==================== textcon
===== src/rtl/isle_text_pkg.sv =====
// Shared text-console definitions: cell layout, control codes, geometry and FSM states.
package isle_text_pkg;

  // Default console geometry
  localparam int unsigned DefHres  = 84;
  localparam int unsigned DefVres  = 24;
  localparam int unsigned DefDepth = DefHres * DefVres;  // 2016

  // Cell layout: [31:28] fg, [27:24] bg, [23:21] zero, [20:0] code point
  localparam int unsigned CellFgLsb = 28;
  localparam int unsigned CellBgLsb = 24;
  localparam int unsigned CellCodeW = 21;

  // Control codes and the blank glyph
  localparam logic [7:0] ChLf    = 8'h0A;
  localparam logic [7:0] ChCr    = 8'h0D;
  localparam logic [7:0] ChBs    = 8'h08;
  localparam logic [7:0] ChBlank = 8'h20;

  typedef enum logic [1:0] {
    StClear,
    StIdle,
    StNewline,
    StClrline
  } state_e;

endpackage


===== src/rtl/textcon.sv =====
// Text console writer: turns a byte stream into tram cell writes, tracks the
// cursor, handles LF/CR/BS and scrolls by advancing scroll_offs.
module textcon
  import isle_text_pkg::*;
#(
  parameter int unsigned ADDRW     = 11,
  parameter int unsigned WORD      = 32,
  parameter int unsigned BYTE_CNT  = 4,
  parameter int unsigned CIDXW     = 4,
  parameter int unsigned TEXT_HRES = DefHres,
  parameter int unsigned TEXT_VRES = DefVres,
  localparam int unsigned ColW     = $clog2(TEXT_HRES),
  localparam int unsigned RowW     = $clog2(TEXT_VRES)
) (
  input  logic                clk_sys,
  input  logic                rst_sys,
  input  logic                ch_valid,
  output logic                ch_ready,
  input  logic [7:0]          ch_data,
  input  logic [CIDXW-1:0]    fg_colr,
  input  logic [CIDXW-1:0]    bg_colr,
  input  logic                clear,
  output logic                busy,
  output logic [BYTE_CNT-1:0] tram_we,
  output logic [ADDRW-1:0]    tram_addr,
  output logic [WORD-1:0]     tram_din,
  output logic [ADDRW-1:0]    scroll_offs,
  output logic [ColW-1:0]     cur_col,
  output logic [RowW-1:0]     cur_row
);

  localparam int unsigned Depth = TEXT_HRES * TEXT_VRES;

  localparam logic [ADDRW-1:0] HresA    = ADDRW'(TEXT_HRES);
  localparam logic [ADDRW-1:0] LastCell = ADDRW'(Depth - 1);
  localparam logic [ADDRW-1:0] LastCol  = ADDRW'(TEXT_HRES - 1);
  localparam logic [ColW-1:0]  LastColC = ColW'(TEXT_HRES - 1);
  localparam logic [RowW-1:0]  LastRow  = RowW'(TEXT_VRES - 1);

  // Single compare-and-subtract wrap; operands are always below Depth.
  function automatic logic [ADDRW-1:0] add_wrap(input logic [ADDRW-1:0] a,
                                                input logic [ADDRW-1:0] b);
    logic [ADDRW:0] s;
    s = {1'b0, a} + {1'b0, b};
    if (s >= (ADDRW+1)'(Depth)) s = s - (ADDRW+1)'(Depth);
    return s[ADDRW-1:0];
  endfunction

  function automatic logic [WORD-1:0] make_cell(input logic [CIDXW-1:0] fg,
                                                input logic [CIDXW-1:0] bg,
                                                input logic [7:0]       code);
    logic [WORD-1:0] c;
    c = '0;
    c[CellFgLsb +: CIDXW] = fg;
    c[CellBgLsb +: CIDXW] = bg;
    c[7:0]                = code;
    return c;
  endfunction

  state_e              r_state, w_state_d;
  logic [ADDRW-1:0]    r_cnt, w_cnt_d;
  logic [ColW-1:0]     r_col, w_col_d;
  logic [RowW-1:0]     r_row, w_row_d;
  logic [ADDRW-1:0]    r_line_base, w_line_base_d;
  logic [ADDRW-1:0]    r_scroll, w_scroll_d;
  logic [BYTE_CNT-1:0] r_we, w_we_d;
  logic [ADDRW-1:0]    r_addr, w_addr_d;
  logic [WORD-1:0]     r_din, w_din_d;

  logic            w_ready;
  logic            w_accept;
  logic [WORD-1:0] w_blank;

  assign w_ready  = !rst_sys && (r_state == StIdle) && !clear;
  assign w_accept = w_ready && ch_valid;
  assign w_blank  = make_cell(fg_colr, bg_colr, ChBlank);

  // State register; reset aborts any clear/scroll and restarts with a full clear.
  always_ff @(posedge clk_sys) begin
    if (rst_sys) begin
      r_state     <= StClear;
      r_cnt       <= '0;
      r_col       <= '0;
      r_row       <= '0;
      r_line_base <= '0;
      r_scroll    <= '0;
      r_we        <= '0;
      r_addr      <= '0;
      r_din       <= '0;
    end else begin
      r_state     <= w_state_d;
      r_cnt       <= w_cnt_d;
      r_col       <= w_col_d;
      r_row       <= w_row_d;
      r_line_base <= w_line_base_d;
      r_scroll    <= w_scroll_d;
      r_we        <= w_we_d;
      r_addr      <= w_addr_d;
      r_din       <= w_din_d;
    end
  end

  // Next-state, cursor and tram write-port decode.
  always_comb begin
    w_state_d     = r_state;
    w_cnt_d       = r_cnt;
    w_col_d       = r_col;
    w_row_d       = r_row;
    w_line_base_d = r_line_base;
    w_scroll_d    = r_scroll;
    w_we_d        = '0;
    w_addr_d      = r_addr;
    w_din_d       = r_din;

    case (r_state)
      StClear: begin
        w_we_d   = '1;
        w_addr_d = r_cnt;
        w_din_d  = w_blank;
        w_cnt_d  = r_cnt + 1'b1;
        if (r_cnt == LastCell) begin
          w_cnt_d       = '0;
          w_scroll_d    = '0;
          w_col_d       = '0;
          w_row_d       = '0;
          w_line_base_d = '0;
          w_state_d     = StIdle;
        end
      end

      StIdle: begin
        if (!rst_sys && clear) begin
          w_cnt_d   = '0;
          w_state_d = StClear;
        end else if (w_accept) begin
          if (ch_data == ChLf) begin
            w_col_d   = '0;
            w_state_d = StNewline;
          end else if (ch_data == ChCr) begin
            w_col_d = '0;
          end else if (ch_data == ChBs) begin
            if (r_col != '0) w_col_d = r_col - 1'b1;
          end else begin
            w_we_d   = '1;
            w_addr_d = add_wrap(r_line_base, ADDRW'(r_col));
            w_din_d  = make_cell(fg_colr, bg_colr, ch_data);
            if (r_col == LastColC) begin
              w_col_d   = '0;
              w_state_d = StNewline;
            end else begin
              w_col_d = r_col + 1'b1;
            end
          end
        end
      end

      StNewline: begin
        w_line_base_d = add_wrap(r_line_base, HresA);
        if (r_row != LastRow) begin
          w_row_d   = r_row + 1'b1;
          w_state_d = StIdle;
        end else begin
          w_scroll_d = add_wrap(r_scroll, HresA);
          w_cnt_d    = '0;
          w_state_d  = StClrline;
        end
      end

      StClrline: begin
        // line_base already points at the line that just scrolled into view
        w_we_d   = '1;
        w_addr_d = add_wrap(r_line_base, r_cnt);
        w_din_d  = w_blank;
        w_cnt_d  = r_cnt + 1'b1;
        if (r_cnt == LastCol) begin
          w_cnt_d   = '0;
          w_state_d = StIdle;
        end
      end

      default: w_state_d = StClear;
    endcase
  end

  assign ch_ready    = w_ready;
  assign busy        = !rst_sys && (r_state != StIdle);
  assign tram_we     = r_we;
  assign tram_addr   = r_addr;
  assign tram_din    = r_din;
  assign scroll_offs = r_scroll;
  assign cur_col     = r_col;
  assign cur_row     = r_row;

endmodule


===== config.mk =====
export PLATFORM = sky130hd
export DESIGN_NAME = textcon
export DESIGN_NICKNAME = d
export VERILOG_FILES = /design/src/rtl/isle_text_pkg.sv /design/src/rtl/textcon.sv
export SDC_FILE = /design/constraint.sdc
export NUM_CORES = 1
export LEC_CHECK = 0
export CAP_MARGIN = 5
export CORE_MARGIN = 2
export CORE_UTILIZATION = 54
export DETAILED_ROUTE_END_ITERATION = 8
export GPL_TIMING_DRIVEN = 0
export PLACE_DENSITY = 0.82
export REMOVE_ABC_BUFFERS = 1
export SLEW_MARGIN = 5
export SYNTH_ARGS = -nofsm -noshare
export SYNTH_HDL_FRONTEND = slang
export SYNTH_SLANG_ARGS = --single-unit

===== constraint.sdc =====
create_clock -name clk_sys -period 3.6 [get_ports clk_sys]
set_input_delay 0.36 -clock clk_sys [delete_from_list [all_inputs] [get_ports clk_sys]]
set_output_delay 0.36 -clock clk_sys [all_outputs]
set_load 0.02 [all_outputs]

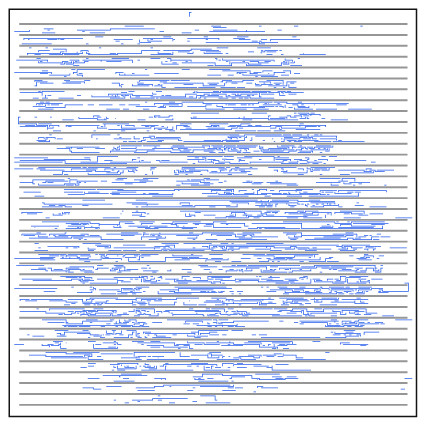
textcon: signal wires on met1
(4 px per um) Supply wires on this layer in gray.
nets with wire on the layer: 667
share of all routed wire: 44%
wire length on this layer: 5920 um
main direction: horizontal

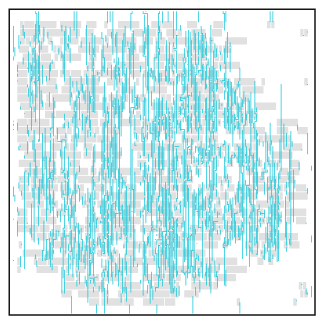
textcon: met2 routing
(3 px per um)
longest straight run: 43.2 um
main direction: vertical
wire length on this layer: 6310 um

==> results.txt <==
State of the implementation.

- The worst hold path startpoint is rst_sys, for reference.
- The last weighted congestion value of the routability-driven placer is 0.880, for reference.
- Checking hold timing, the worst path is listed with class input port to register.
- TritonCTS built the clock tree.
- The post-synthesis cell count from yosys is 648, for reference.
- The area taken by multi-input combinational cells is reported as 0.00346 mm^2.
- Detailed-route iteration 0 reported a violation count of 266.
- The number of remaining DRC errors is 0, for reference.
- Per the timing report, the achievable frequency comes out to 312 MHz.
- The antenna diode count is 0, for reference.
- In the final layout, flip-flops and latches take up 23.5% of the cell area.
- For the final database, setup skew stands at 0.0174 ns.
- Per the run summary, max-cap violations total 0.
- Across all register-to-register paths, the minimum setup slack is 0.40 ns.
- The setup TNS is 0 ns, for reference.
- The area of the core region is 0.00924 mm^2, for reference.
- The launching point of the worst reg2reg path is cur_col[3], for reference.
- Setup repair after global routing left no endpoint under its margin.
- The combinational-cell power consumption is 414 uW, for reference.
- The flow ran to the end, and the final reports show no timing, DRC or antenna violations.
- Entering global routing, the biggest net connects 34 pins.
- The sequential logic power is 856 uW, for reference.
- The ratio of cells with drive above 1 in the final layout is 5.08%, for reference.
- The via count of the first global-routing pass is 4826, for reference.
- The share of the final layout cell area in multi-input gates is 57.3%, for reference.
- The logs give a warning total of 38.
- Once layout is done, the placed cells without fillers occupy 0.00604 mm^2.
- The wire length per cell after detailed routing is 15.9 um, for reference.
- The clock network accounts for 33.2% of the total power.
- The most numerous cell in the Yosys netlist is nand2_1, for reference.

==================== uart_txr
`config.mk`:
```
export PLATFORM = sky130hd
export DESIGN_NAME = uart_txr
export DESIGN_NICKNAME = d
export VERILOG_FILES = /design/src/rtl/uart_txr.sv
export SDC_FILE = /design/constraint.sdc
export NUM_CORES = 1
export LEC_CHECK = 0
export CORE_UTILIZATION = 52
export DETAILED_ROUTE_END_ITERATION = 7
export MAX_ROUTING_LAYER = met4
export PLACE_DENSITY_LB_ADDON = 0.25
export SKIP_CTS_REPAIR_TIMING = 1
export SLEW_MARGIN = 10
export SYNTH_ARGS = -nofsm -noshare
export SYNTH_HDL_FRONTEND = slang
export SYNTH_SLANG_ARGS = --single-unit
```
`constraint.sdc`:
```
create_clock -name i_clk -period 2.56 [get_ports i_clk]
set_input_delay 0.256 -clock i_clk [delete_from_list [all_inputs] [get_ports i_clk]]
set_output_delay 0.256 -clock i_clk [all_outputs]
set_load 0.05 [all_outputs]
```
`src/rtl/uart_txr.sv`:
```
// 8N1 UART transmitter: one start bit, eight data bits LSB first, one stop bit,
// each held CLKS_PER_BIT clocks, followed by a one-cycle completion pulse.
module uart_txr #(
  parameter int unsigned CLKS_PER_BIT = 10
) (
  input  logic       i_clk,
  input  logic       i_rst,
  input  logic [7:0] i_byte_to_send,
  input  logic       i_data_valid,
  output logic       o_dataline,
  output logic       o_send_complete
);

  localparam int unsigned CNT_W = (CLKS_PER_BIT > 1) ? $clog2(CLKS_PER_BIT) : 1;
  localparam logic [CNT_W-1:0] CNT_LAST = CNT_W'(CLKS_PER_BIT - 1);

  typedef enum logic [2:0] {
    S_IDLE,
    S_START,
    S_DATA,
    S_STOP,
    S_DONE
  } state_t;

  state_t           state;
  state_t           state_nxt;
  logic [CNT_W-1:0] clk_cnt;
  logic [CNT_W-1:0] clk_cnt_nxt;
  logic [2:0]       bit_idx;
  logic [2:0]       bit_idx_nxt;
  logic [7:0]       shift_reg;
  logic [7:0]       shift_nxt;
  logic             armed;
  logic             armed_nxt;
  logic             dataline_nxt;
  logic             complete_nxt;
  logic             bit_end;
  logic             accept;

  assign bit_end = (clk_cnt == CNT_LAST);
  assign accept  = (state == S_IDLE) && i_data_valid && armed;

  // State and datapath registers; reset wins over everything on the same edge
  always_ff @(posedge i_clk) begin
    if (i_rst) begin
      state           <= S_IDLE;
      clk_cnt         <= '0;
      bit_idx         <= '0;
      shift_reg       <= '0;
      armed           <= 1'b1;
      o_dataline      <= 1'b1;
      o_send_complete <= 1'b0;
    end else begin
      state           <= state_nxt;
      clk_cnt         <= clk_cnt_nxt;
      bit_idx         <= bit_idx_nxt;
      shift_reg       <= shift_nxt;
      armed           <= armed_nxt;
      o_dataline      <= dataline_nxt;
      o_send_complete <= complete_nxt;
    end
  end

  // Next-state logic
  always_comb begin
    state_nxt = state;
    case (state)
      S_IDLE:  if (accept) state_nxt = S_START;
      S_START: if (bit_end) state_nxt = S_DATA;
      S_DATA:  if (bit_end && (bit_idx == 3'd7)) state_nxt = S_STOP;
      S_STOP:  if (bit_end) state_nxt = S_DONE;
      S_DONE:  state_nxt = S_IDLE;
      default: state_nxt = S_IDLE;
    endcase
  end

  // Next values for the registered outputs and datapath
  always_comb begin
    dataline_nxt = o_dataline;
    complete_nxt = 1'b0;
    clk_cnt_nxt  = '0;
    bit_idx_nxt  = bit_idx;
    shift_nxt    = shift_reg;

    // A low request re-arms; a held request cannot launch a second frame
    if (!i_data_valid) begin
      armed_nxt = 1'b1;
    end else if (accept) begin
      armed_nxt = 1'b0;
    end else begin
      armed_nxt = armed;
    end

    case (state)
      S_IDLE: begin
        dataline_nxt = 1'b1;
        if (accept) begin
          shift_nxt    = i_byte_to_send;
          dataline_nxt = 1'b0;
        end
      end
      S_START: begin
        if (bit_end) begin
          bit_idx_nxt  = 3'd0;
          dataline_nxt = shift_reg[0];
        end else begin
          clk_cnt_nxt = clk_cnt + 1'b1;
        end
      end
      S_DATA: begin
        if (bit_end) begin
          if (bit_idx == 3'd7) begin
            dataline_nxt = 1'b1;
          end else begin
            bit_idx_nxt  = bit_idx + 3'd1;
            dataline_nxt = shift_reg[bit_idx + 3'd1];
          end
        end else begin
          clk_cnt_nxt = clk_cnt + 1'b1;
        end
      end
      S_STOP: begin
        dataline_nxt = 1'b1;
        if (bit_end) begin
          complete_nxt = 1'b1;
        end else begin
          clk_cnt_nxt = clk_cnt + 1'b1;
        end
      end
      S_DONE: begin
        dataline_nxt = 1'b1;
      end
      default: begin
        dataline_nxt = 1'b1;
      end
    endcase
  end

endmodule

```
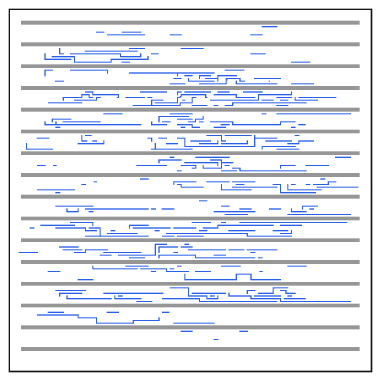
uart_txr: signal wires on met1
(8 px per um) Supply wires on this layer in gray.
main direction: horizontal
longest straight run: 13.3 um
share of all routed wire: 46%
nets with wire on the layer: 111
wire length on this layer: 772 um

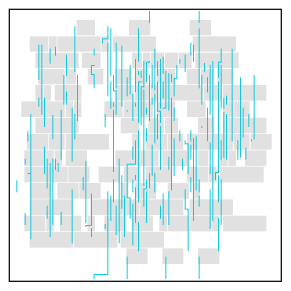
uart_txr: met2 routing
(6 px per um)
wire length on this layer: 816 um
longest straight run: 26.5 um
main direction: vertical

==> results.txt <==
State of the implementation.

- The synthesized netlist occupies a cell area of 966 um^2.
- In this run, the combinational gates consume 11.6% of the power.
- In the final report, the number of pins over their slew limit comes to 0.
- The fraction of synthesized area in multiplexers is 14.8%, for reference.
- For this run, asynchronously set or reset flops after synthesis account for 0%.
- The run finished with clean final reports.
- The worst hold slack is 0.485 ns, for reference.
- The beginning of the critical path is bit_idx[0], for reference.
- The capture point of the worst reg-to-reg path is o_dataline, for reference.
- Detailed routing placed a total of 815 um of wire on met2.
- The setup path with the least slack is of type register to register.
- The initial antenna violation count is 0, for reference.
- The count of input and output buffers is 12, for reference.
- Hold analysis lists the worst path endpoint as clk_cnt[0].
- The setup TNS is 0 ns, for reference.
- The number of nets at the end of the flow is 123, for reference.

==================== decode_stage_flat
`src/rtl/decode_pkg.sv`:
```
// Shared constants, state encoding and the immediate-detection helper
// used by the decode stage.
package decode_pkg;

  // Opcode field values the decoder cares about. Everything else is
  // forwarded to EXECUTE untouched.
  localparam logic [3:0] C_OP_MOV  = 4'h1;
  localparam logic [3:0] C_OP_ADD  = 4'h2;
  localparam logic [3:0] C_OP_JMP  = 4'hE;

  // Operand addressing modes.
  localparam logic [1:0] C_MODE_REG     = 2'b00;
  localparam logic [1:0] C_MODE_IND     = 2'b01;
  localparam logic [1:0] C_MODE_POSTINC = 2'b10;
  localparam logic [1:0] C_MODE_IDX     = 2'b11;

  // PC as a register number: "@PC+" means the operand is the next word.
  localparam logic [3:0] C_PC_REG = 4'd15;

  typedef enum logic [2:0] {
    ST_START = 3'd0,
    ST_INST  = 3'd1,
    ST_SRC   = 3'd2,
    ST_DST   = 3'd3,
    ST_OUT   = 3'd4
  } state_t;

  // Returns {has_src_imm, has_dst_imm} for an opcode word.
  function automatic logic [1:0] imm_flags(input logic [15:0] w);
    imm_flags = {(w[11:8] == C_PC_REG) && (w[7:6] == C_MODE_POSTINC),
                 (w[5:2]  == C_PC_REG) && (w[1:0] == C_MODE_POSTINC)};
  endfunction

endpackage

```
`src/rtl/decode_if.sv`:
```
// Signal bundle between the decode stage and its neighbours (FETCH and
// EXECUTE). Names carry the decode stage's own direction suffix.
//
// Handshakes: a FETCH word moves on a rising edge where fe_valid_i and
// fe_ready_o are both high; a decoded instruction moves on a rising edge
// where exe_valid_o and exe_ready_i are both high, and the exe_* fields are
// held stable while exe_valid_o waits for exe_ready_i. fe_valid_o and
// exe_jmp_valid_i are single-cycle pulses with no back-pressure.
interface decode_if;
  logic        fe_valid_i;
  logic        fe_ready_o;
  logic [15:0] fe_addr_i;
  logic [15:0] fe_data_i;
  logic        fe_valid_o;
  logic [15:0] fe_addr_o;
  logic        exe_valid_o;
  logic        exe_ready_i;
  logic [15:0] exe_addr_o;
  logic [3:0]  exe_opcode_o;
  logic [3:0]  exe_src_reg_o;
  logic [1:0]  exe_src_mode_o;
  logic [3:0]  exe_dst_reg_o;
  logic [1:0]  exe_dst_mode_o;
  logic [15:0] exe_src_imm_o;
  logic [15:0] exe_dst_imm_o;
  logic        exe_jmp_valid_i;
  logic [15:0] exe_jmp_addr_i;

  // Decode stage view.
  modport master (
    input  fe_valid_i, fe_addr_i, fe_data_i, exe_ready_i,
           exe_jmp_valid_i, exe_jmp_addr_i,
    output fe_ready_o, fe_valid_o, fe_addr_o, exe_valid_o, exe_addr_o,
           exe_opcode_o, exe_src_reg_o, exe_src_mode_o, exe_dst_reg_o,
           exe_dst_mode_o, exe_src_imm_o, exe_dst_imm_o
  );

  // FETCH/EXECUTE view.
  modport slave (
    output fe_valid_i, fe_addr_i, fe_data_i, exe_ready_i,
           exe_jmp_valid_i, exe_jmp_addr_i,
    input  fe_ready_o, fe_valid_o, fe_addr_o, exe_valid_o, exe_addr_o,
           exe_opcode_o, exe_src_reg_o, exe_src_mode_o, exe_dst_reg_o,
           exe_dst_mode_o, exe_src_imm_o, exe_dst_imm_o
  );
endinterface

```
`src/rtl/decode_stage.sv`:
```
// Decode stage: assembles opcode + inline immediates from FETCH, resolves
// immediate absolute jumps locally and forwards everything else to EXECUTE.
// Also the only source of new-PC pulses back to FETCH.
module decode_stage
  import decode_pkg::*;
#(
  parameter logic [15:0] RESET_PC = 16'h0000
) (
  input  logic   clk_i,
  input  logic   rst_i,
  decode_if.master bus,
  output state_t dbg_state_o
);

  state_t      r_state;
  logic        r_fe_valid;
  logic [15:0] r_fe_addr;
  logic        r_exe_valid;
  logic [15:0] r_exe_addr;
  logic [3:0]  r_opcode;
  logic [3:0]  r_src_reg;
  logic [1:0]  r_src_mode;
  logic [3:0]  r_dst_reg;
  logic [1:0]  r_dst_mode;
  logic [15:0] r_src_imm;
  logic [15:0] r_dst_imm;

  logic        w_fe_ready;
  logic        w_accept;
  logic        w_capture;
  logic [1:0]  w_new_flags;
  logic [1:0]  w_cur_flags;

  // Flags of the word on the bus and of the instruction being assembled.
  assign w_new_flags = imm_flags(bus.fe_data_i);
  assign w_cur_flags = imm_flags({r_opcode, r_src_reg, r_src_mode,
                                  r_dst_reg, r_dst_mode});

  // Ready to FETCH: never during a redirect request or while a new-PC pulse
  // is out (the word on the bus then belongs to the old stream).
  always_comb begin
    w_fe_ready = 1'b0;
    if (!bus.exe_jmp_valid_i && !r_fe_valid) begin
      case (r_state)
        ST_INST, ST_SRC, ST_DST: w_fe_ready = 1'b1;
        ST_OUT:                  w_fe_ready = bus.exe_ready_i;
        default:                 w_fe_ready = 1'b0;
      endcase
    end
  end

  assign w_accept  = bus.fe_valid_i && w_fe_ready;
  // An opcode word is taken in ST_INST, or in ST_OUT as the previous
  // instruction leaves (back-to-back).
  assign w_capture = w_accept && ((r_state == ST_INST) || (r_state == ST_OUT));

  // Main FSM and output register bank.
  always_ff @(posedge clk_i or posedge rst_i) begin
    if (rst_i) begin
      r_state     <= ST_START;
      r_fe_valid  <= 1'b0;
      r_fe_addr   <= RESET_PC;
      r_exe_valid <= 1'b0;
      r_exe_addr  <= '0;
      r_opcode    <= '0;
      r_src_reg   <= '0;
      r_src_mode  <= '0;
      r_dst_reg   <= '0;
      r_dst_mode  <= '0;
      r_src_imm   <= '0;
      r_dst_imm   <= '0;
    end else begin
      r_fe_valid <= 1'b0;
      if (bus.exe_jmp_valid_i) begin
        // EXECUTE redirect overrides everything, including a local jump.
        r_fe_valid  <= 1'b1;
        r_fe_addr   <= bus.exe_jmp_addr_i;
        r_exe_valid <= 1'b0;
        r_state     <= ST_INST;
      end else if (w_capture) begin
        r_exe_addr <= bus.fe_addr_i;
        r_opcode   <= bus.fe_data_i[15:12];
        r_src_reg  <= bus.fe_data_i[11:8];
        r_src_mode <= bus.fe_data_i[7:6];
        r_dst_reg  <= bus.fe_data_i[5:2];
        r_dst_mode <= bus.fe_data_i[1:0];
        r_src_imm  <= '0;
        r_dst_imm  <= '0;
        if (w_new_flags[1]) begin
          r_exe_valid <= 1'b0;
          r_state     <= ST_SRC;
        end else if (w_new_flags[0]) begin
          r_exe_valid <= 1'b0;
          r_state     <= ST_DST;
        end else begin
          r_exe_valid <= 1'b1;
          r_state     <= ST_OUT;
        end
      end else begin
        case (r_state)
          ST_START: begin
            r_fe_valid <= 1'b1;
            r_fe_addr  <= RESET_PC;
            r_state    <= ST_INST;
          end
          ST_SRC: begin
            if (w_accept) begin
              r_src_imm <= bus.fe_data_i;
              if (r_opcode == C_OP_JMP) begin
                // Absolute jump resolved here; its dst imm is never fetched.
                r_fe_valid <= 1'b1;
                r_fe_addr  <= bus.fe_data_i;
                r_state    <= ST_INST;
              end else if (w_cur_flags[0]) begin
                r_state <= ST_DST;
              end else begin
                r_exe_valid <= 1'b1;
                r_state     <= ST_OUT;
              end
            end
          end
          ST_DST: begin
            if (w_accept) begin
              r_dst_imm   <= bus.fe_data_i;
              r_exe_valid <= 1'b1;
              r_state     <= ST_OUT;
            end
          end
          ST_OUT: begin
            if (bus.exe_ready_i) begin
              r_exe_valid <= 1'b0;
              r_state     <= ST_INST;
            end
          end
          default: r_state <= r_state;
        endcase
      end
    end
  end

  assign bus.fe_ready_o     = w_fe_ready;
  assign bus.fe_valid_o     = r_fe_valid;
  assign bus.fe_addr_o      = r_fe_addr;
  assign bus.exe_valid_o    = r_exe_valid;
  assign bus.exe_addr_o     = r_exe_addr;
  assign bus.exe_opcode_o   = r_opcode;
  assign bus.exe_src_reg_o  = r_src_reg;
  assign bus.exe_src_mode_o = r_src_mode;
  assign bus.exe_dst_reg_o  = r_dst_reg;
  assign bus.exe_dst_mode_o = r_dst_mode;
  assign bus.exe_src_imm_o  = r_src_imm;
  assign bus.exe_dst_imm_o  = r_dst_imm;
  assign dbg_state_o        = r_state;

endmodule

```
`src/flat_wrapper.sv`:
```
// flat-port wrapper written by rule: the top's interface ports become plain ports
module decode_stage_flat import decode_pkg::*;
#(
  parameter logic [15:0] RESET_PC = 16'h0000
)
  (clk_i, rst_i, dbg_state_o, bus_fe_valid_i, bus_fe_addr_i, bus_fe_data_i, bus_exe_ready_i, bus_exe_jmp_valid_i, bus_exe_jmp_addr_i, bus_fe_ready_o, bus_fe_valid_o, bus_fe_addr_o, bus_exe_valid_o, bus_exe_addr_o, bus_exe_opcode_o, bus_exe_src_reg_o, bus_exe_src_mode_o, bus_exe_dst_reg_o, bus_exe_dst_mode_o, bus_exe_src_imm_o, bus_exe_dst_imm_o);
  decode_if bus_i ();
  input  logic clk_i;
  input  logic rst_i;
  output state_t dbg_state_o;
  input wire logic [$bits(bus_i.fe_valid_i)-1:0] bus_fe_valid_i;
  input wire logic [$bits(bus_i.fe_addr_i)-1:0] bus_fe_addr_i;
  input wire logic [$bits(bus_i.fe_data_i)-1:0] bus_fe_data_i;
  input wire logic [$bits(bus_i.exe_ready_i)-1:0] bus_exe_ready_i;
  input wire logic [$bits(bus_i.exe_jmp_valid_i)-1:0] bus_exe_jmp_valid_i;
  input wire logic [$bits(bus_i.exe_jmp_addr_i)-1:0] bus_exe_jmp_addr_i;
  output wire logic [$bits(bus_i.fe_ready_o)-1:0] bus_fe_ready_o;
  output wire logic [$bits(bus_i.fe_valid_o)-1:0] bus_fe_valid_o;
  output wire logic [$bits(bus_i.fe_addr_o)-1:0] bus_fe_addr_o;
  output wire logic [$bits(bus_i.exe_valid_o)-1:0] bus_exe_valid_o;
  output wire logic [$bits(bus_i.exe_addr_o)-1:0] bus_exe_addr_o;
  output wire logic [$bits(bus_i.exe_opcode_o)-1:0] bus_exe_opcode_o;
  output wire logic [$bits(bus_i.exe_src_reg_o)-1:0] bus_exe_src_reg_o;
  output wire logic [$bits(bus_i.exe_src_mode_o)-1:0] bus_exe_src_mode_o;
  output wire logic [$bits(bus_i.exe_dst_reg_o)-1:0] bus_exe_dst_reg_o;
  output wire logic [$bits(bus_i.exe_dst_mode_o)-1:0] bus_exe_dst_mode_o;
  output wire logic [$bits(bus_i.exe_src_imm_o)-1:0] bus_exe_src_imm_o;
  output wire logic [$bits(bus_i.exe_dst_imm_o)-1:0] bus_exe_dst_imm_o;
  assign bus_i.fe_valid_i = bus_fe_valid_i;
  assign bus_i.fe_addr_i = bus_fe_addr_i;
  assign bus_i.fe_data_i = bus_fe_data_i;
  assign bus_i.exe_ready_i = bus_exe_ready_i;
  assign bus_i.exe_jmp_valid_i = bus_exe_jmp_valid_i;
  assign bus_i.exe_jmp_addr_i = bus_exe_jmp_addr_i;
  assign bus_fe_ready_o = bus_i.fe_ready_o;
  assign bus_fe_valid_o = bus_i.fe_valid_o;
  assign bus_fe_addr_o = bus_i.fe_addr_o;
  assign bus_exe_valid_o = bus_i.exe_valid_o;
  assign bus_exe_addr_o = bus_i.exe_addr_o;
  assign bus_exe_opcode_o = bus_i.exe_opcode_o;
  assign bus_exe_src_reg_o = bus_i.exe_src_reg_o;
  assign bus_exe_src_mode_o = bus_i.exe_src_mode_o;
  assign bus_exe_dst_reg_o = bus_i.exe_dst_reg_o;
  assign bus_exe_dst_mode_o = bus_i.exe_dst_mode_o;
  assign bus_exe_src_imm_o = bus_i.exe_src_imm_o;
  assign bus_exe_dst_imm_o = bus_i.exe_dst_imm_o;
  decode_stage #(.RESET_PC(RESET_PC)) u_core (.clk_i(clk_i), .rst_i(rst_i), .bus(bus_i), .dbg_state_o(dbg_state_o));
endmodule
```
`config.mk`:
```
export PLATFORM = sky130hd
export DESIGN_NAME = decode_stage_flat
export DESIGN_NICKNAME = d
export VERILOG_FILES = /design/src/rtl/decode_pkg.sv /design/src/rtl/decode_if.sv /design/src/rtl/decode_stage.sv /design/src/flat_wrapper.sv
export SDC_FILE = /design/constraint.sdc
export NUM_CORES = 1
export LEC_CHECK = 0
export ABC_AREA = 0
export CAP_MARGIN = 20
export CORE_AREA = 4 4 91 93
export CTS_BUF_LIST = sky130_fd_sc_hd__clkbuf_4 sky130_fd_sc_hd__clkbuf_8
export CTS_CLUSTER_DIAMETER = 60
export DETAILED_ROUTE_END_ITERATION = 6
export DIE_AREA = 0 0 95 97
export GPL_TIMING_DRIVEN = 1
export PLACE_DENSITY = 0.95
export SLEW_MARGIN = 20
export SYNTH_ARGS = -nofsm -noshare
export SYNTH_HDL_FRONTEND = slang
export SYNTH_SLANG_ARGS = --single-unit
export TNS_END_PERCENT = 100
```
`constraint.sdc`:
```
create_clock -name clk_i -period 6.7 [get_ports clk_i]
set_clock_uncertainty 0.2 [all_clocks]
set_input_delay 1.005 -clock clk_i [delete_from_list [all_inputs] [get_ports clk_i]]
set_output_delay 1.005 -clock clk_i [all_outputs]
set_load 0.01 [all_outputs]
```
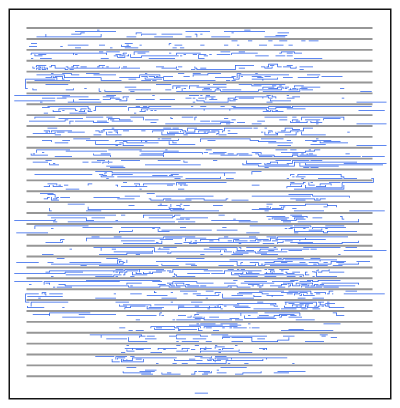
decode_stage_flat: signal wires on met1
(4 px per um) Supply wires on this layer in gray.
longest straight run: 31.3 um
share of all routed wire: 40%
main direction: horizontal

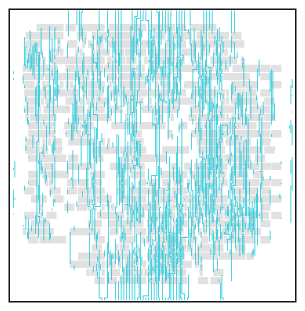
decode_stage_flat: met2 routing
(3 px per um)
nets with wire on the layer: 473
share of all routed wire: 48%
main direction: vertical
wire length on this layer: 5100 um
longest straight run: 39.8 um

==> results.txt <==
State of the implementation.

- For this design, Yosys synthesis ends with a cell count of 372.
- The pre-antenna-repair detailed-routing pass consisted of 4 iterations.
- Per the final layout report, the fraction of cells sized above drive strength 1 comes to 4.95%.
- The via count is 3224, for reference.
- The most numerous cell type found on the critical path is clkdlybuf4s50_1.
- Between the synthesized netlist and the finished layout, the area growth was recorded as 46.2%.
- The detailed router reports a met3 wire length of 957 um.
- The non-clock buffer area fraction after layout is 26.9%, for reference.
- In this run the static leakage power is 0.00245 uW.
- The flow ran to the end, and the final reports show no timing, DRC or antenna violations.
- Per report_power, the combinational group accounts for 39.1% of the total.
- Of the combinational cells, the family taking the most area is simple AND/OR/NAND/NOR gates.
- The die is 97 um tall.
- After floorplanning, the core was divided into 32 placement rows.
- Warnings reported by Yosys during synthesis add up to 0.
- The chip area line in the Yosys stat output reads 0.00356 mm^2.
- The initial antenna violation count was 0.
- After clock tree synthesis, the setup repair step added 0 buffers.
- The worst-case reg-to-reg path depth is 5, for reference.
- The first global-routing pass estimated 17.1 mm of wire.
- The wire length on met2 is 5.10 mm, for reference.
- In this run the cell area measured after placement is 0.00500 mm^2.
- During tapcell insertion the tool placed 102 well taps.
- Of the post-synthesis cell area, the part taken by muxes is 0.281%.
- The highest metal layer with signal wires is met4, for reference.
- The clock-cell share of area is 3.75%, for reference.

==================== key_input
key_input, signal wires on met1:
(2 px per um) Supply wires on this layer in gray.
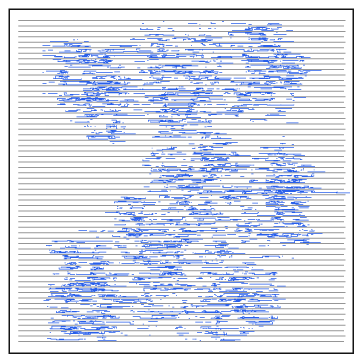
key_input, met2 routing:
(1.5 px per um)
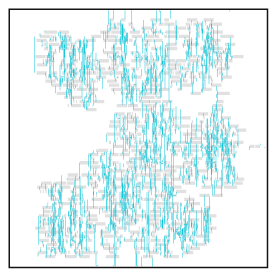
## src/rtl/key_input.sv

```systemverilog
// key_input: per-channel synchronizer, debouncer and auto-repeat pulse generator
// for five game buttons {down, rotate, right, left, start}.
module key_input #(
    parameter int unsigned DEBOUNCE_CYCLES = 250000,
    parameter int unsigned REPEAT_DELAY    = 5000000,
    parameter int unsigned REPEAT_RATE     = 1250000,
    parameter bit          ACTIVE_LOW      = 1'b1,
    parameter logic [4:0]  REPEAT_MASK     = 5'b10110
) (
    input  logic       i_clk,
    input  logic       i_rst,
    input  logic [4:0] i_btn,
    output logic [4:0] o_level,
    output logic [4:0] o_pulse
);

    localparam int unsigned NCH = 5;
    localparam int unsigned CW  = 24;

    // Raw level of a released button; also the polarity flip applied after sync.
    localparam logic [NCH-1:0] IDLE_LVL = {NCH{ACTIVE_LOW}};
    localparam logic [CW-1:0]  DB_LAST  = CW'(DEBOUNCE_CYCLES - 1);
    localparam logic [CW-1:0]  RD_LAST  = CW'(REPEAT_DELAY - 1);
    localparam logic [CW-1:0]  RR_LAST  = CW'(REPEAT_RATE - 1);

    logic [NCH-1:0] sync1_q, sync2_q;
    logic [NCH-1:0] stable_q, stable_d;
    logic [NCH-1:0] pulse_q, pulse_d;
    logic [NCH-1:0] first_q, first_d;    // 1 = waiting for the first (long) repeat
    logic [CW-1:0]  db_q  [NCH];
    logic [CW-1:0]  db_d  [NCH];
    logic [CW-1:0]  rep_q [NCH];
    logic [CW-1:0]  rep_d [NCH];

    logic [NCH-1:0] sync_c;
    logic [NCH-1:0] rise_c, fall_c, hit_c;

    // Two-flop synchronizer on the raw buttons
    always_ff @(posedge i_clk) begin
        if (i_rst) begin
            sync1_q <= IDLE_LVL;
            sync2_q <= IDLE_LVL;
        end else begin
            sync1_q <= i_btn;
            sync2_q <= sync1_q;
        end
    end

    assign sync_c = sync2_q ^ IDLE_LVL;

    // Debounce, edge detect and repeat scheduling, one independent lane per channel
    always_comb begin
        stable_d = stable_q;
        pulse_d  = '0;
        first_d  = '1;
        rise_c   = '0;
        fall_c   = '0;
        hit_c    = '0;
        for (int n = 0; n < NCH; n++) begin
            db_d[n]  = '0;
            rep_d[n] = '0;

            if (sync_c[n] != stable_q[n]) begin
                if (db_q[n] == DB_LAST) begin
                    stable_d[n] = ~stable_q[n];
                end else begin
                    db_d[n] = db_q[n] + CW'(1);
                end
            end

            rise_c[n] = stable_d[n] & ~stable_q[n];
            fall_c[n] = stable_q[n] & ~stable_d[n];
            hit_c[n]  = (rep_q[n] == (first_q[n] ? RD_LAST : RR_LAST));

            // Repeat counter only runs while held; a release edge wipes it
            if (REPEAT_MASK[n] && stable_q[n] && !fall_c[n]) begin
                if (hit_c[n]) begin
                    first_d[n] = 1'b0;
                end else begin
                    rep_d[n]   = rep_q[n] + CW'(1);
                    first_d[n] = first_q[n];
                end
            end

            pulse_d[n] = rise_c[n]
                       | (REPEAT_MASK[n] & stable_q[n] & ~fall_c[n] & hit_c[n]);
        end
    end

    // Per-channel state registers
    always_ff @(posedge i_clk) begin
        if (i_rst) begin
            stable_q <= '0;
            pulse_q  <= '0;
            first_q  <= '1;
            for (int n = 0; n < NCH; n++) begin
                db_q[n]  <= '0;
                rep_q[n] <= '0;
            end
        end else begin
            stable_q <= stable_d;
            pulse_q  <= pulse_d;
            first_q  <= first_d;
            for (int n = 0; n < NCH; n++) begin
                db_q[n]  <= db_d[n];
                rep_q[n] <= rep_d[n];
            end
        end
    end

    assign o_level = stable_q;
    assign o_pulse = pulse_q;

endmodule

```

## config.mk

```make
export PLATFORM = sky130hd
export DESIGN_NAME = key_input
export DESIGN_NICKNAME = d
export VERILOG_FILES = /design/src/rtl/key_input.sv
export SDC_FILE = /design/constraint.sdc
export NUM_CORES = 1
export LEC_CHECK = 0
export CORE_MARGIN = 4
export CORE_UTILIZATION = 35
export CTS_CLUSTER_SIZE = 40
export DETAILED_ROUTE_END_ITERATION = 7
export GPL_TIMING_DRIVEN = 1
export PLACE_DENSITY = 0.61
export SYNTH_ARGS = -nofsm -noshare
export SYNTH_HDL_FRONTEND = slang
export SYNTH_SLANG_ARGS = --single-unit
```

## constraint.sdc

```tcl
create_clock -name i_clk -period 2.2 [get_ports i_clk]
set_input_delay 0.44 -clock i_clk [delete_from_list [all_inputs] [get_ports i_clk]]
set_output_delay 0.44 -clock i_clk [all_outputs]
set_load 0.005 [all_outputs]
```

==> results.txt <==
State of the implementation.

- The critical-path maximum fanout is 6, for reference.
- At the floorplan stage, the core utilization is reported as 35.7%.
- The flow ran to the end, and the final reports show no timing, DRC or antenna violations.
- The initial antenna violation count is 0, for reference.
- The minimum setup slack among reg-to-reg paths is 0.28 ns, for reference.
- The net count after synthesis is 1075, for reference.
- The overall routed net length is 16.9 mm, for reference.
- In this run the post-CTS setup repair buffer count came out at 0.
- In this run the most used layer during global routing was met2.
- Summing all non-filler instances in the final layout gives an area of 0.0108 mm^2.
- The combinational share of power is 0.8%, for reference.
- The slew at the pin closest to its max-slew limit is 0.634 ns, for reference.
- The antenna diode count is 0, for reference.
- The area of the core region is 0.0261 mm^2, for reference.
- The number of clock buffers in the layout is 30, for reference.
- The final timing summary puts the cycle share of the worst path at 88.8%.
About 'signal wires on met1' of key_input:
longest straight run: 25.3 um
nets with wire on the layer: 1064
wire length on this layer: 8350 um

About 'met2 routing' of key_input:
longest straight run: 51.3 um
nets with wire on the layer: 862
share of all routed wire: 45%
main direction: vertical
wire length on this layer: 7620 um


==================== alu_req_arbiter
alu_req_arbiter, placement view:
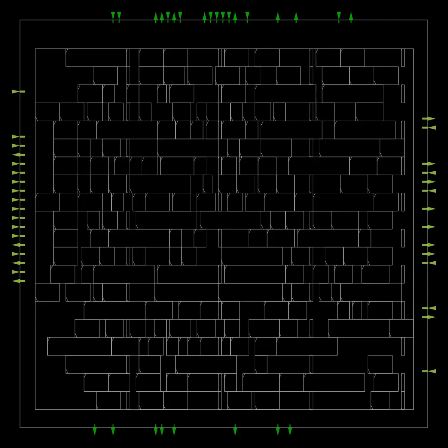
alu_req_arbiter, M3 wires:
(6 px per um)
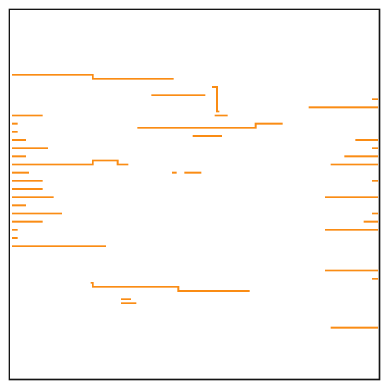
==> config.mk <==
export PLATFORM = sky130hd
export DESIGN_NAME = alu_req_arbiter
export DESIGN_NICKNAME = d
export VERILOG_FILES = /design/src/rtl/alu_arb_pkg.sv /design/src/rtl/rr_arb2.sv /design/src/rtl/alu_req_arbiter.sv
export SDC_FILE = /design/constraint.sdc
export NUM_CORES = 1
export LEC_CHECK = 0
export CAP_MARGIN = 20
export CORE_MARGIN = 2
export CORE_UTILIZATION = 42
export DETAILED_ROUTE_END_ITERATION = 16
export PLACE_DENSITY_LB_ADDON = 0.15
export SLEW_MARGIN = 20
export SYNTH_ARGS = -nofsm -noshare
export SYNTH_HDL_FRONTEND = slang
export SYNTH_SLANG_ARGS = --single-unit
==> constraint.sdc <==
create_clock -name clk -period 1.7 [get_ports clk]
set_clock_uncertainty 0.05 [all_clocks]
set_input_delay 0.255 -clock clk [delete_from_list [all_inputs] [get_ports clk]]
set_output_delay 0.255 -clock clk [all_outputs]
set_load 0.01 [all_outputs]
==> src/rtl/alu_arb_pkg.sv <==
// Shared definitions for the two-requester ALU arbiter: opcodes, FSM states
// and default datapath width.
package alu_arb_pkg;

   localparam int unsigned WIDTH_DEF = 4;

   localparam logic [1:0] OP_ADD = 2'b00;
   localparam logic [1:0] OP_SUB = 2'b01;
   localparam logic [1:0] OP_AND = 2'b10;
   localparam logic [1:0] OP_OR  = 2'b11;

   typedef enum logic [1:0] {
      IDLE = 2'b00,
      EXEC = 2'b01,
      RESP = 2'b10
   } state_t;

endpackage

==> src/rtl/rr_arb2.sv <==
// Combinational two-way round-robin grant; prio picks the winner only when
// both requesters are valid.
module rr_arb2 (
   input  logic [1:0] valid,
   input  logic       prio,
   output logic [1:0] grant,
   output logic       any
);

   always_comb begin
      grant = '0;
      if (valid == 2'b11) begin
         grant[prio] = 1'b1;
      end else begin
         grant = valid;
      end
   end

   assign any = |valid;

endmodule

==> src/rtl/alu_req_arbiter.sv <==
// Shares one combinational ALU between two requesters: round-robin accept,
// registered operands, one-cycle ALU settle, held response, done counter.
module alu_req_arbiter
   import alu_arb_pkg::*;
#(
   parameter int unsigned WIDTH = WIDTH_DEF,
   parameter int unsigned CNT_W = 8
) (
   input  logic             clk,
   input  logic             rst_n,
   input  logic             req0_valid,
   output logic             req0_ready,
   input  logic [WIDTH-1:0] req0_a,
   input  logic [WIDTH-1:0] req0_b,
   input  logic [1:0]       req0_op,
   input  logic             req1_valid,
   output logic             req1_ready,
   input  logic [WIDTH-1:0] req1_a,
   input  logic [WIDTH-1:0] req1_b,
   input  logic [1:0]       req1_op,
   output logic [WIDTH-1:0] alu_a,
   output logic [WIDTH-1:0] alu_b,
   output logic [1:0]       alu_op,
   input  logic [WIDTH-1:0] alu_res,
   input  logic             alu_cout,
   output logic             rsp_valid,
   input  logic             rsp_ready,
   output logic [WIDTH-1:0] rsp_res,
   output logic             rsp_cout,
   output logic             rsp_id,
   output logic             busy,
   output logic [CNT_W-1:0] done_count
);

   state_t     state;
   logic       prio;
   logic       cur_id;
   logic [1:0] grant;
   logic       any;

   rr_arb2 u_arb (
      .valid ({req1_valid, req0_valid}),
      .prio  (prio),
      .grant (grant),
      .any   (any)
   );

   assign req0_ready = (state == IDLE) && grant[0];
   assign req1_ready = (state == IDLE) && grant[1];
   assign busy       = (state != IDLE);

   always_ff @(posedge clk or negedge rst_n) begin
      if (!rst_n) begin
         state      <= IDLE;
         prio       <= 1'b0;
         cur_id     <= 1'b0;
         alu_a      <= '0;
         alu_b      <= '0;
         alu_op     <= '0;
         rsp_valid  <= 1'b0;
         rsp_res    <= '0;
         rsp_cout   <= 1'b0;
         rsp_id     <= 1'b0;
         done_count <= '0;
      end else begin
         case (state)
            IDLE: begin
               if (any) begin
                  if (grant[1]) begin
                     alu_a  <= req1_a;
                     alu_b  <= req1_b;
                     alu_op <= req1_op;
                  end else begin
                     alu_a  <= req0_a;
                     alu_b  <= req0_b;
                     alu_op <= req0_op;
                  end
                  cur_id <= grant[1];
                  // Next contest favours whoever did not just win.
                  prio   <= ~grant[1];
                  state  <= EXEC;
               end
            end
            EXEC: begin
               rsp_res   <= alu_res;
               rsp_cout  <= alu_cout;
               rsp_id    <= cur_id;
               rsp_valid <= 1'b1;
               state     <= RESP;
            end
            RESP: begin
               if (rsp_ready) begin
                  rsp_valid <= 1'b0;
                  if (done_count != '1) begin
                     done_count <= done_count + 1'b1;
                  end
                  state <= IDLE;
               end
            end
            default: state <= IDLE;
         endcase
      end
   end

endmodule
==> results.txt <==
State of the implementation.

- The number of clock buffers in the layout is 7, for reference.
- The total setup buffers inserted after CTS is 2, for reference.
- Per the area breakdown, the dominant cell category is flip-flops and latches.
- Per the post-CTS timing run, clock transition at the registers of the reported paths is 0.08 ns.
- The worst hold slack is 0.259 ns, for reference.
- The synthesized netlist was found by Yosys to have 131 cells.
- The sum of routed wire segments on met1 is 1.50 mm, for reference.
- According to the floorplan report, the placeable core area is 0.00310 mm^2.
- For the sequential group, total power comes out at 1250 uW.
- The report lists the cells along the critical path as nor2_2 > buf_4 > nand2_1 > a21oi_1 > buf_2.
- The number of warnings in the stage logs is 28, for reference.
- The most numerous cell in the Yosys netlist is dfrtp_1, for reference.
- The count of mapped cells out of synthesis is 131, for reference.
- The highest cell delay on the worst timing path is 0.41 ns, for reference.
- Per the final report, the share of cell area in clock cells is 2.55%.
- The critical-path maximum fanout is 3, for reference.
- Detailed routing placed a total of 259 um of wire on met3.
- The number of nets at the end of the flow is 233, for reference.
- The worst endpoint required time is 1.39 ns, for reference.
- The flow ran to the end, and the final reports show no timing, DRC or antenna violations.
- Among logic cells in the layout, the one with the most instances is clkdlybuf4s50_1.
- In the Yosys report, the sequential cells make up 52.3% of the chip area.
- STA classifies the critical path endpoint as a primary output.
- The number of CTS-inserted buffers is 5, for reference.
- The average instance in the mapped netlist occupies 10.6 um^2.
Notes on 'placement view' of alu_req_arbiter above:
share of cell area taken by flip-flops and latches: 33.8%
post-route core utilization: 69.5%
Flops: 29

Notes on 'M3 wires' of alu_req_arbiter above:
share of all routed wire: 7.6%
main direction: horizontal


==================== uart_rx
==> config.mk <==
export PLATFORM = sky130hd
export DESIGN_NAME = uart_rx
export DESIGN_NICKNAME = d
export VERILOG_FILES = /design/src/rtl/uart_rx.sv
export SDC_FILE = /design/constraint.sdc
export NUM_CORES = 1
export LEC_CHECK = 0
export CORE_ASPECT_RATIO = 1.25
export CORE_MARGIN = 2
export CORE_UTILIZATION = 32
export CTS_BUF_LIST = sky130_fd_sc_hd__clkbuf_4
export CTS_CLUSTER_DIAMETER = 120
export CTS_CLUSTER_SIZE = 40
export DETAILED_ROUTE_END_ITERATION = 8
export SYNTH_ARGS = -nofsm -noshare
export SYNTH_HDL_FRONTEND = slang
export SYNTH_SLANG_ARGS = --single-unit
export TNS_END_PERCENT = 1
==> constraint.sdc <==
create_clock -name clk -period 3.5 [get_ports clk]
set_clock_uncertainty 0.05 [all_clocks]
set_input_delay 0.35 -clock clk [delete_from_list [all_inputs] [get_ports clk]]
set_output_delay 0.35 -clock clk [all_outputs]
set_load 0.005 [all_outputs]
==> src/rtl/uart_rx.sv <==
// uart_rx: serial receiver for 8 data bits, one parity bit and 1 or 2 stop
// bits, LSB first. The line is sampled at bit centres. Each received byte
// lands in a one-entry holding register that the consumer pops with rd_en.
module uart_rx #(
  parameter int BAUD_DIVISOR = 868
) (
  input  logic       clk,
  input  logic       rst,
  input  logic       Rx_in,
  input  logic       Rx_en,
  input  logic       Two_stop,
  input  logic       Odd_parity,
  input  logic       rd_en,
  output logic [7:0] rx_data,
  output logic       rx_valid,
  output logic       parity_err,
  output logic       frame_err,
  output logic       overrun
);

  // Count values at which the line is sampled: half a bit into the start bit,
  // then one full bit period per sample after that.
  localparam logic [13:0] FULL_M1 = 14'(BAUD_DIVISOR - 1);
  localparam logic [13:0] HALF_M1 = 14'(BAUD_DIVISOR / 2 - 1);

  typedef enum logic [2:0] {
    S_IDLE,
    S_START,
    S_DATA,
    S_PARITY,
    S_STOP1,
    S_STOP2
  } state_e;

  // Synchroniser.
  logic sync1_q, sync2_q;
  logic rx_s;

  // Frame receiver.
  state_e      state_q, state_d;
  logic [13:0] cnt_q, cnt_d;
  logic [3:0]  bit_cnt_q, bit_cnt_d;
  logic [7:0]  shift_q, shift_d;
  logic        two_stop_q, two_stop_d;
  logic        odd_q, odd_d;
  logic        perr_q, perr_d;
  logic        ferr_q, ferr_d;
  logic        done_q, done_d;
  logic        armed_q, armed_d;

  // Holding register.
  logic [7:0]  rx_data_q, rx_data_d;
  logic        rx_valid_q, rx_valid_d;
  logic        parity_err_q, parity_err_d;
  logic        frame_err_q, frame_err_d;
  logic        overrun_q, overrun_d;

  logic at_centre;

  assign rx_s      = sync2_q;
  assign at_centre = (cnt_q == FULL_M1);

  // Two-flop synchroniser. It resets to the idle line level so that reset
  // does not manufacture a falling edge.
  always_ff @(posedge clk) begin
    if (rst) begin
      sync1_q <= 1'b1;
      sync2_q <= 1'b1;
    end else begin
      sync1_q <= Rx_in;
      sync2_q <= sync1_q;
    end
  end

  // Receiver state and datapath registers.
  always_ff @(posedge clk) begin
    if (rst) begin
      state_q    <= S_IDLE;
      cnt_q      <= '0;
      bit_cnt_q  <= '0;
      shift_q    <= '0;
      two_stop_q <= 1'b0;
      odd_q      <= 1'b0;
      perr_q     <= 1'b0;
      ferr_q     <= 1'b0;
      done_q     <= 1'b0;
      armed_q    <= 1'b0;
    end else begin
      state_q    <= state_d;
      cnt_q      <= cnt_d;
      bit_cnt_q  <= bit_cnt_d;
      shift_q    <= shift_d;
      two_stop_q <= two_stop_d;
      odd_q      <= odd_d;
      perr_q     <= perr_d;
      ferr_q     <= ferr_d;
      done_q     <= done_d;
      armed_q    <= armed_d;
    end
  end

  // The armed flag re-arms on any high line level and drops at frame
  // completion. A line held low (break) therefore yields one frame only.
  always_comb begin
    armed_d = rx_s | (armed_q & ~done_q);
  end

  // Next-state logic. Every state transition, including a DATA self-loop
  // after a sample, reloads the baud counter to 0.
  always_comb begin
    state_d    = state_q;
    cnt_d      = cnt_q + 14'd1;
    bit_cnt_d  = bit_cnt_q;
    shift_d    = shift_q;
    two_stop_d = two_stop_q;
    odd_d      = odd_q;
    perr_d     = perr_q;
    ferr_d     = ferr_q;
    done_d     = 1'b0;

    case (state_q)
      S_IDLE: begin
        cnt_d = '0;
        // Start detection is held off during the completion cycle so that
        // a new frame cannot begin before the holding register settles.
        if (Rx_en && !rx_s && armed_q && !done_q) begin
          state_d    = S_START;
          two_stop_d = Two_stop;
          odd_d      = Odd_parity;
          bit_cnt_d  = '0;
          perr_d     = 1'b0;
          ferr_d     = 1'b0;
        end
      end

      S_START: begin
        if (cnt_q == HALF_M1) begin
          cnt_d   = '0;
          state_d = rx_s ? S_IDLE : S_DATA;
        end
      end

      S_DATA: begin
        if (at_centre) begin
          cnt_d     = '0;
          shift_d   = {rx_s, shift_q[7:1]};
          bit_cnt_d = bit_cnt_q + 4'd1;
          if (bit_cnt_q == 4'd7) state_d = S_PARITY;
        end
      end

      S_PARITY: begin
        if (at_centre) begin
          cnt_d   = '0;
          perr_d  = ((^shift_q) ^ rx_s) != odd_q;
          state_d = S_STOP1;
        end
      end

      S_STOP1: begin
        if (at_centre) begin
          cnt_d  = '0;
          ferr_d = ~rx_s;
          if (two_stop_q) begin
            state_d = S_STOP2;
          end else begin
            state_d = S_IDLE;
            done_d  = 1'b1;
          end
        end
      end

      S_STOP2: begin
        if (at_centre) begin
          cnt_d   = '0;
          ferr_d  = ferr_q | ~rx_s;
          state_d = S_IDLE;
          done_d  = 1'b1;
        end
      end

      default: begin
        state_d = S_IDLE;
        cnt_d   = '0;
      end
    endcase
  end

  // Holding register. A finished frame loads it when the register is empty
  // or is being read in the same cycle; otherwise the frame is dropped and
  // overrun latches. Bytes with errors are delivered together with their flags.
  always_comb begin
    rx_data_d    = rx_data_q;
    rx_valid_d   = rx_valid_q;
    parity_err_d = parity_err_q;
    frame_err_d  = frame_err_q;
    overrun_d    = overrun_q;

    if (done_q) begin
      if (!rx_valid_q || rd_en) begin
        rx_data_d    = shift_q;
        rx_valid_d   = 1'b1;
        parity_err_d = perr_q;
        frame_err_d  = ferr_q;
        overrun_d    = 1'b0;
      end else begin
        overrun_d    = 1'b1;
      end
    end else if (rd_en && rx_valid_q) begin
      rx_valid_d   = 1'b0;
      parity_err_d = 1'b0;
      frame_err_d  = 1'b0;
      overrun_d    = 1'b0;
    end
  end

  // Holding register state.
  always_ff @(posedge clk) begin
    if (rst) begin
      rx_data_q    <= '0;
      rx_valid_q   <= 1'b0;
      parity_err_q <= 1'b0;
      frame_err_q  <= 1'b0;
      overrun_q    <= 1'b0;
    end else begin
      rx_data_q    <= rx_data_d;
      rx_valid_q   <= rx_valid_d;
      parity_err_q <= parity_err_d;
      frame_err_q  <= frame_err_d;
      overrun_q    <= overrun_d;
    end
  end

  assign rx_data    = rx_data_q;
  assign rx_valid   = rx_valid_q;
  assign parity_err = parity_err_q;
  assign frame_err  = frame_err_q;
  assign overrun    = overrun_q;

endmodule

==> results.txt <==
State of the implementation.

- The flow ran to the end, and the final reports show no timing, DRC or antenna violations.
- The number of DRC violations after detailed-routing iteration 0 is 76, for reference.
- The sequential power reported by the tool is 562 uW.
- The plain and repair buffers instantiated in the layout total 19.
- The final count of negative-setup-slack endpoints is 0, for reference.
- The flop and latch count out of synthesis is 49, for reference.
- The horizontal die dimension is 77.1 um, for reference.
- The register with the most flip-flops in the layout has 14 of them.
- Sorting the synthesized cells by how often they occur yields 49 x dfxtp_1, 35 x nor2_1, 22 x nand2_1, 20 x a21oi_1, 19 x nand3_1.
- The setup TNS is 0 ns, for reference.
- The transition time recorded at the tightest slew-check pin is 0.570 ns.
- Based on the critical path, the design can be clocked at up to 464 MHz.
- Yosys mapped a number of flops with a built-in enable equal to 0.
- The critical path launch point type is a register, for reference.
- The launching point of the worst reg2reg path is cnt_q[0], for reference.
- 173 cells are multi-input combinational gates.
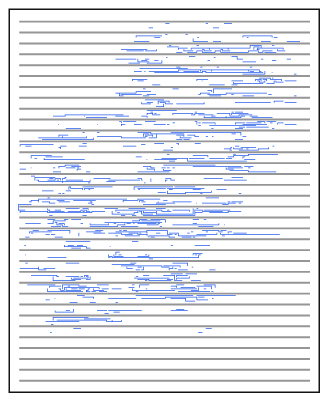
uart_rx: signal wires on met1
(4 px per um) Supply wires on this layer in gray.
share of all routed wire: 47%
main direction: horizontal
nets with wire on the layer: 251
wire length on this layer: 1850 um
longest straight run: 22.1 um

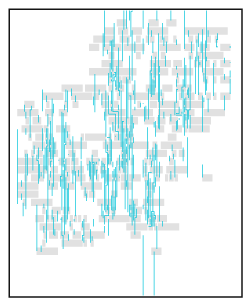
uart_rx: met2 routing
(3 px per um)
wire length on this layer: 1970 um
nets with wire on the layer: 210
longest straight run: 27.9 um
main direction: vertical



==> notes/layouts.md <==
Pictures saved along the way, in no particular order.

Metal 4.
Plate I
(2 px per um) Supply wires on this layer in gray.
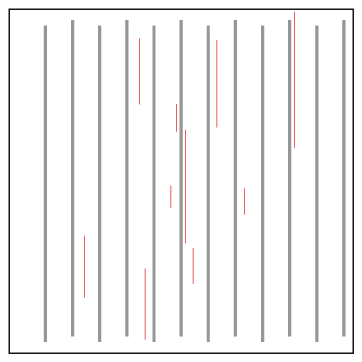
Plate II
(4 px per um) Supply wires on this layer in gray.
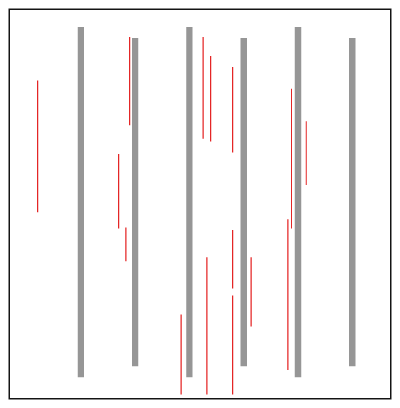
Plate III
(4 px per um) Supply wires on this layer in gray.
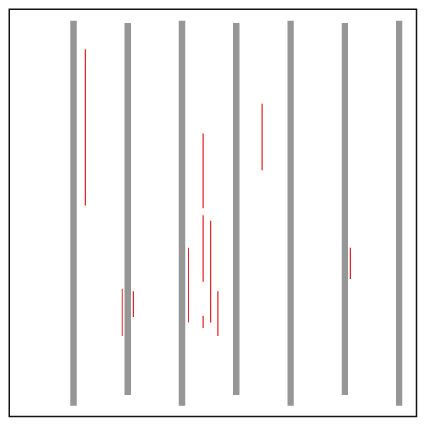
- largest die: Plate I
Plate I: key_input
Plate III: textcon
Plate II: decode_stage_flat

Power figures rest on the tool's default switching activity, not on a simulated workload.
